######## design 1 ########
design_1/class_map.png
Bar = 20 um.
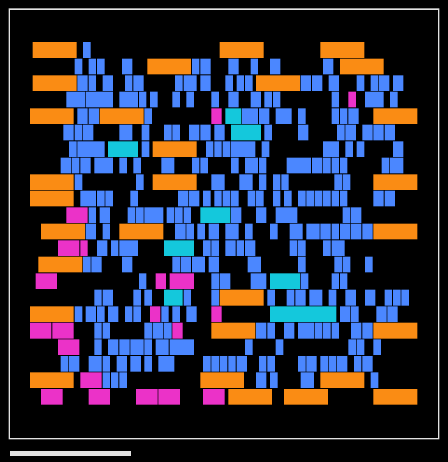

==> config.mk <==
export PLATFORM = sky130hd
export DESIGN_NAME = sbase_step_timer
export DESIGN_NICKNAME = d
export VERILOG_FILES = /design/src/rtl/sbase_step_timer.sv
export SDC_FILE = /design/constraint.sdc
export NUM_CORES = 1
export LEC_CHECK = 0
export ABC_AREA = 1
export CAP_MARGIN = 10
export CORE_MARGIN = 3
export CORE_UTILIZATION = 46
export CTS_BUF_LIST = sky130_fd_sc_hd__clkbuf_4 sky130_fd_sc_hd__clkbuf_8
export CTS_CLUSTER_DIAMETER = 40
export DETAILED_ROUTE_END_ITERATION = 7
export GPL_TIMING_DRIVEN = 0
export SLEW_MARGIN = 10
export SYNTH_ARGS = -nofsm -noshare
export SYNTH_HDL_FRONTEND = slang
export SYNTH_SLANG_ARGS = --single-unit
==> constraint.sdc <==
create_clock -name CLK -period 2.35 [get_ports CLK]
set_input_delay 0.47 -clock CLK [delete_from_list [all_inputs] [get_ports CLK]]
set_output_delay 0.47 -clock CLK [all_outputs]
set_load 0.03 [all_outputs]
==> src/rtl/sbase_step_timer.sv <==
// sbase_step_timer
// Responder end of the sequencer step handshake. A one-cycle trigger together
// with a one-hot sequencer state starts a dwell whose length depends on the
// state. The busy level is high for exactly the selected dwell. A one-cycle
// done pulse follows on the cycle after busy falls.
//
// Ports
//   CLK       in   system clock, rising edge
//   R         in   synchronous active-high reset, highest priority
//   TRG_ONE   in   one-cycle start request
//   STATE     in   [3:0] one-hot sequencer state, selects the dwell
//   MODE      in   0: ignore triggers while busy, 1: retrigger restarts dwell
//   POUT      out  busy, high for exactly the selected dwell length
//   POUT_ONE  out  one-cycle pulse on the cycle after POUT falls
//   SEL       out  [1:0] index of the dwell currently or last accepted
//   ERR       out  sticky: a trigger arrived with a non-one-hot STATE
module sbase_step_timer #(
  parameter int unsigned CNT_W = 24,
  parameter int unsigned T0    = 12000000,
  parameter int unsigned T1    = 6000000,
  parameter int unsigned T2    = 3000000,
  parameter int unsigned T3    = 1500000
) (
  input  logic       CLK,
  input  logic       R,
  input  logic       TRG_ONE,
  input  logic [3:0] STATE,
  input  logic       MODE,
  output logic       POUT,
  output logic       POUT_ONE,
  output logic [1:0] SEL,
  output logic       ERR
);

  localparam logic [CNT_W-1:0] One = CNT_W'(1);

  // Truncate to the counter width, then treat 0 as 1. The result is the
  // value loaded into the counter (dwell minus one).
  function automatic logic [CNT_W-1:0] load_val(input int unsigned t);
    logic [CNT_W-1:0] v;
    v = CNT_W'(t);
    if (v == '0) begin
      v = One;
    end
    return v - One;
  endfunction

  localparam logic [CNT_W-1:0] Load0 = load_val(T0);
  localparam logic [CNT_W-1:0] Load1 = load_val(T1);
  localparam logic [CNT_W-1:0] Load2 = load_val(T2);
  localparam logic [CNT_W-1:0] Load3 = load_val(T3);

  typedef enum logic [0:0] {StIdle, StRun} state_e;

  state_e           state_q, state_d;
  logic [CNT_W-1:0] cnt_q, cnt_d;
  logic [1:0]       sel_q, sel_d;
  logic             err_q, err_d;
  logic             pone_q, pone_d;

  logic             onehot;
  logic             accept;
  logic [1:0]       idx;
  logic [CNT_W-1:0] load;

  // Exactly one bit set: nonzero and clearing the lowest set bit leaves zero.
  assign onehot = (STATE != 4'b0000) && ((STATE & (STATE - 4'd1)) == 4'b0000);
  assign accept = TRG_ONE && onehot && ((state_q == StIdle) || MODE);

  always_comb begin
    idx  = 2'd0;
    load = Load0;
    case (STATE)
      4'b0001: begin idx = 2'd0; load = Load0; end
      4'b0010: begin idx = 2'd1; load = Load1; end
      4'b0100: begin idx = 2'd2; load = Load2; end
      4'b1000: begin idx = 2'd3; load = Load3; end
      default: begin idx = 2'd0; load = Load0; end
    endcase
  end

  always_comb begin
    state_d = state_q;
    cnt_d   = cnt_q;
    sel_d   = sel_q;
    err_d   = err_q;
    pone_d  = 1'b0;

    if (TRG_ONE && !onehot) begin
      err_d = 1'b1;
    end

    // An accepted trigger beats the terminal edge, so a retrigger landing
    // on counter=0 keeps the output busy and suppresses the done pulse.
    if (accept) begin
      state_d = StRun;
      cnt_d   = load;
      sel_d   = idx;
    end else if (state_q == StRun) begin
      if (cnt_q == '0) begin
        state_d = StIdle;
        pone_d  = 1'b1;
      end else begin
        cnt_d = cnt_q - One;
      end
    end
  end

  always_ff @(posedge CLK) begin
    if (R) begin
      state_q <= StIdle;
      cnt_q   <= '0;
      sel_q   <= 2'd0;
      err_q   <= 1'b0;
      pone_q  <= 1'b0;
    end else begin
      state_q <= state_d;
      cnt_q   <= cnt_d;
      sel_q   <= sel_d;
      err_q   <= err_d;
      pone_q  <= pone_d;
    end
  end

  assign POUT     = (state_q == StRun);
  assign POUT_ONE = pone_q;
  assign SEL      = sel_q;
  assign ERR      = err_q;

endmodule

######## design 2 ########
`config.mk`:
```
export PLATFORM = sky130hd
export DESIGN_NAME = piso_shifter
export DESIGN_NICKNAME = d
export VERILOG_FILES = /design/src/rtl/piso_pkg.sv /design/src/rtl/piso_bitcnt.sv /design/src/rtl/piso_shifter.sv
export SDC_FILE = /design/constraint.sdc
export NUM_CORES = 1
export LEC_CHECK = 0
export CAP_MARGIN = 10
export CORE_UTILIZATION = 51
export CTS_BUF_LIST = sky130_fd_sc_hd__clkbuf_16
export DETAILED_ROUTE_END_ITERATION = 8
export PLACE_DENSITY_LB_ADDON = 0.05
export SLEW_MARGIN = 20
export SYNTH_ARGS = -nofsm -noshare
export SYNTH_HDL_FRONTEND = slang
export SYNTH_HIERARCHICAL = 1
export SYNTH_SLANG_ARGS = --single-unit
```
`constraint.sdc`:
```
create_clock -name clk -period 1.95 [get_ports clk]
set_input_delay 0.2925 -clock clk [delete_from_list [all_inputs] [get_ports clk]]
set_output_delay 0.2925 -clock clk [all_outputs]
set_load 0.01 [all_outputs]
```
`src/rtl/piso_pkg.sv`:
```
// piso_pkg: shared state encoding and counter-width helper for the PISO shifter
package piso_pkg;

    typedef enum logic [1:0] {
        S_IDLE   = 2'd0,
        S_SHIFT  = 2'd1,
        S_PARITY = 2'd2
    } state_e;

    function automatic int cnt_width(input int width);
        return $clog2(width + 1);
    endfunction

endpackage

```
`src/rtl/piso_bitcnt.sv`:
```
// piso_bitcnt: loadable down-counter of remaining bits, flags the last bit (count==1)
module piso_bitcnt #(
    parameter int WIDTH = 8,
    parameter int CNT_W = piso_pkg::cnt_width(WIDTH)
) (
    input  logic clk,
    input  logic rst_n,
    input  logic ld,
    input  logic dec,
    output logic last
);

    logic [CNT_W-1:0] cnt_q;
    logic [CNT_W-1:0] cnt_d;

    // load wins over decrement so a back-to-back word restarts the count
    always_comb begin
        cnt_d = ld ? CNT_W'(WIDTH) : dec ? cnt_q - CNT_W'(1) : cnt_q;
    end

    // count register
    always_ff @(posedge clk or negedge rst_n) begin
        if (!rst_n) cnt_q <= '0;
        else        cnt_q <= cnt_d;
    end

    assign last = cnt_q == CNT_W'(1);

endmodule

```
`src/rtl/piso_shifter.sv`:
```
// piso_shifter: parallel-in/serial-out shifter with load/ready handshake, MSB/LSB order,
// valid strobe and last-bit done pulse. Define PISO_PARITY_EN to append an even-parity bit.
module piso_shifter
    import piso_pkg::*;
#(
    parameter int WIDTH = 8,
    parameter int CNT_W = cnt_width(WIDTH)
) (
    input  logic             clk,
    input  logic             rst_n,
    input  logic [WIDTH-1:0] pi,
    input  logic             load,
    input  logic             msb_first,
    output logic             ready,
    output logic             so,
    output logic             so_valid,
    output logic             done
);

    state_e           state_q;
    state_e           state_d;
    logic [WIDTH-1:0] sr_q;
    logic [WIDTH-1:0] sr_d;
    logic             msb_q;
    logic             msb_d;
    logic             last;
    logic             accept;
`ifdef PISO_PARITY_EN
    logic             par_q;
    logic             par_d;
`endif

    piso_bitcnt #(
        .WIDTH (WIDTH),
        .CNT_W (CNT_W)
    ) u_bitcnt (
        .clk   (clk),
        .rst_n (rst_n),
        .ld    (accept),
        .dec   (state_q == S_SHIFT),
        .last  (last)
    );

    // outputs decoded only from registered state, counter flag and shift register
    always_comb begin
        so       = 1'b0;
        so_valid = 1'b0;
        done     = 1'b0;
        ready    = state_q == S_IDLE;
        if (state_q == S_SHIFT) begin
            so       = msb_q ? sr_q[WIDTH-1] : sr_q[0];
            so_valid = 1'b1;
`ifdef PISO_PARITY_EN
            done     = 1'b0;
`else
            done     = last;
            ready    = last;
`endif
        end
`ifdef PISO_PARITY_EN
        if (state_q == S_PARITY) begin
            so       = par_q;
            so_valid = 1'b1;
            done     = 1'b1;
        end
`endif
    end

    // next state and datapath; an accepted load overrides the shift on the last bit
    always_comb begin
        accept  = load && ready;
        state_d = state_q;
        sr_d    = sr_q;
        msb_d   = msb_q;
`ifdef PISO_PARITY_EN
        par_d   = accept ? ^pi : par_q;
`endif
        case (state_q)
            S_IDLE:  state_d = accept ? S_SHIFT : S_IDLE;
            S_SHIFT: begin
                sr_d = msb_q ? {sr_q[WIDTH-2:0], 1'b0} : {1'b0, sr_q[WIDTH-1:1]};
`ifdef PISO_PARITY_EN
                state_d = last ? S_PARITY : S_SHIFT;
`else
                state_d = (last && !accept) ? S_IDLE : S_SHIFT;
`endif
            end
            default: state_d = S_IDLE;
        endcase
        if (accept) begin
            sr_d  = pi;
            msb_d = msb_first;
        end
    end

    // state and data registers
    always_ff @(posedge clk or negedge rst_n) begin
        if (!rst_n) begin
            state_q <= S_IDLE;
            sr_q    <= '0;
            msb_q   <= 1'b0;
`ifdef PISO_PARITY_EN
            par_q   <= 1'b0;
`endif
        end else begin
            state_q <= state_d;
            sr_q    <= sr_d;
            msb_q   <= msb_d;
`ifdef PISO_PARITY_EN
            par_q   <= par_d;
`endif
        end
    end

endmodule

```

==> gallery <==
Supply network.
Pins as bars on the die edge. Tap cells in grey.
picture 1
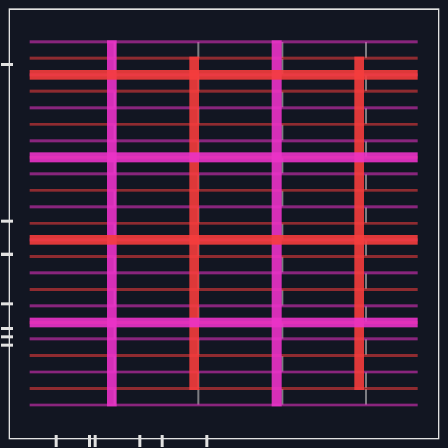
picture 2
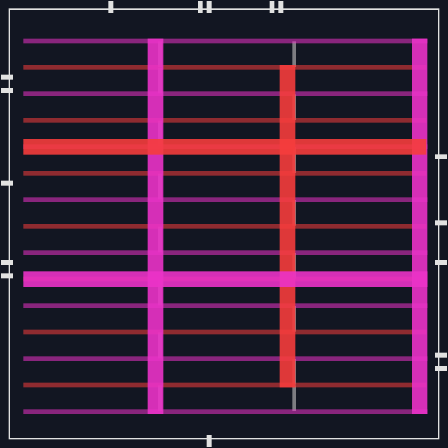
picture 2: design 2
picture 1: design 1
- largest die: picture 1

Key to picture 1:
Red marks VDD. Magenta marks VSS.
The core has 22 rows. 4 straps on met4. 23 met1 rails follow the rows. 4 straps on met5. 13 signal pins sit on the boundary.

design_1/ff_map.png
Other sequential cells in the stronger grey, the rest of the logic in the fainter grey.
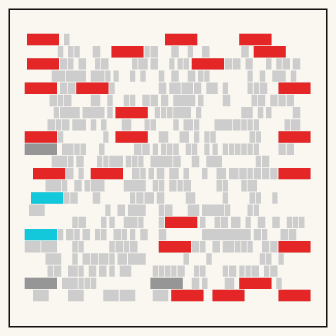
Red marks `cnt_q`, sequential cells 24, where all over the die. Cyan marks `SEL`, sequential cells 2.

About design_1/class_map.png:
Cyan marks clock drivers and dummy loads, cells 8, share of their area 5.4%. Magenta marks remaining buffers and delay cells, cells 20, share of their area 7.6%. Blue marks remaining logic cells, cells 277, share of their area 60%. Orange marks registers, cells 29, share of their area 27%.

==> results.toml, design 1 <==
# implementation run metrics
[floorplan]
tap_cells = 48
chipArea_um2 = 4970

[synth]
top_cells_by_area = "dfxtp_1 30%, nand2_1 14%, nor2_1 11%"
syn_avg_cell_area_um2 = 6.10
syn_area_um2 = 1910
xor_share = 0.0229
ys_seq_elements = 29
floorplan.nets = 324
ys_types = 33

[setup_path]
cp-endpoint = "cnt_q[22]"
crit_start = "STATE[1]"
crit_chain = "clkdlybuf4s50_1 -> nor2_2 -> nand3_1 -> nand2_1 -> nand2_2 -> buf_2 -> a21oi_1 -> nand2_1 -> a21oi_1"
crit-reg2reg-launch = "cnt_q[0]"
cp.depth = 9

[layout]
clock_cell_area_share = 0.0521
n_sequential_cell = 29
nClkBuffers = 5
area_delta_synth_final_pct = 15.4
logic_area_um2 = 1160
nMultiInputCombCells = 244
seqAreaFraction = 0.263
largest_register_ffs = 24
seqCellArea_um2 = 581
fill_cells = 399
layout_top_cell = "nand2_1"

[run]
log.warning_count = 28

[final_timing]
fin_skew_ns = 0.00264
worstMarginPinSlew_ns = 0.545
hold_viol = 0
period_used_share = 0.856
max_freq_ghz = 0.497
fin_tns_setup_ns = 0
fin_ws_ns = 0.338

[worst_hold_path]
hold_start = "ERR"
worstHoldPathCells = 2

[clock_network]
post_cts_buffers = 0
cts_resized = 0
cts_root_buf = "clkbuf_8"

[run_status]
status = "finished, final reports clean"

[global_routing]
use_met1 = 0.320
antenna_found_initial = 0

[power]
pg_comb_w = 0.000796
p_seq_w = 0.000611
share_comb_of_total_power = 0.409

[drt]
avgRoutedWirePerCell_um = 14.1
design_2/class_map.png
Bar = 10 um.
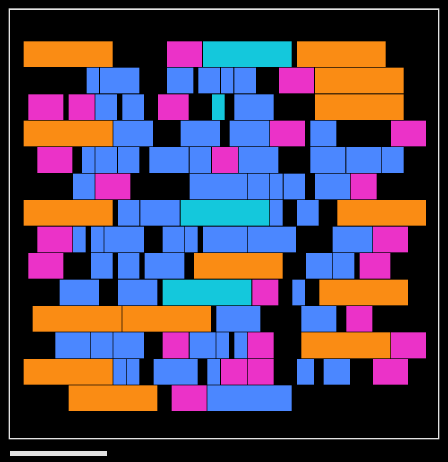
Blue marks remaining logic cells, cells 63, share of their area 44%. Cyan marks clock drivers and dummy loads, cells 4, share of their area 6.9%. Magenta marks remaining buffers and delay cells, cells 24, share of their area 19%. Orange marks registers, cells 14, share of their area 31%.

design_2/congestion_map.png
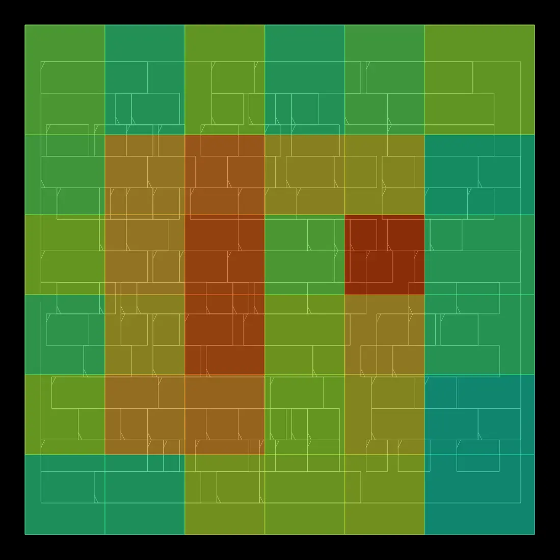
total track usage: 0.216
Final Util: 0.741

==> results.toml, design 2 <==
# implementation run metrics
[drt]
routed.top_layer = "met4"

[placement]
gp_congestion = 0.821

[setup_path]
r2r-end = "sr_q[6]"
slowest_delay_ns = 0.34

[synth]
synth-simple-area-share = 0.146
floorplan.nets = 96
ys_seq_elements = 14
syn_area_um2 = 898
ys_types = 28

[layout]
logic_area_um2 = 470
nClkBuffers = 3
buffers = 24
largest_registers = "sr_q (8), u_bitcnt/cnt_q (4)"

[final_timing]
rsz0062_at_grt = "false"

[power]
share_comb_of_total_power = 0.491

[run_status]
status = "finished, final reports clean"

[clock_network]
cts_max_path_buffers = 2


==> screenshots <==
Clock distribution.
image #1
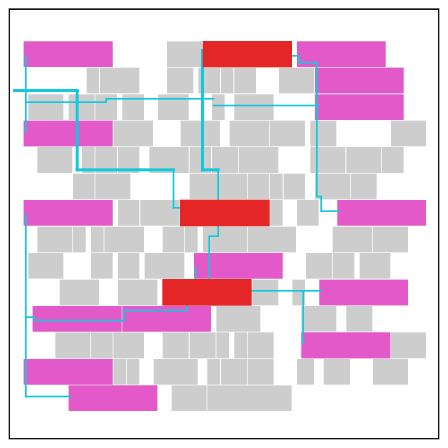
image #2
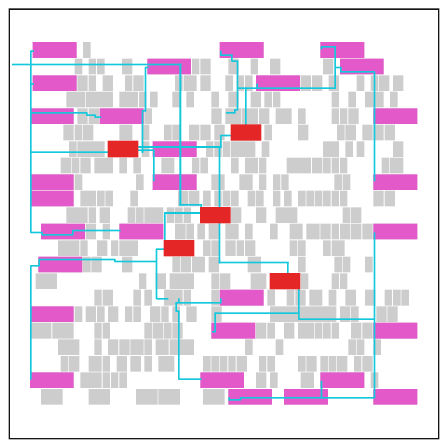
Of these, most sequential cells: image #2
design 1: image #2
design 2: image #1

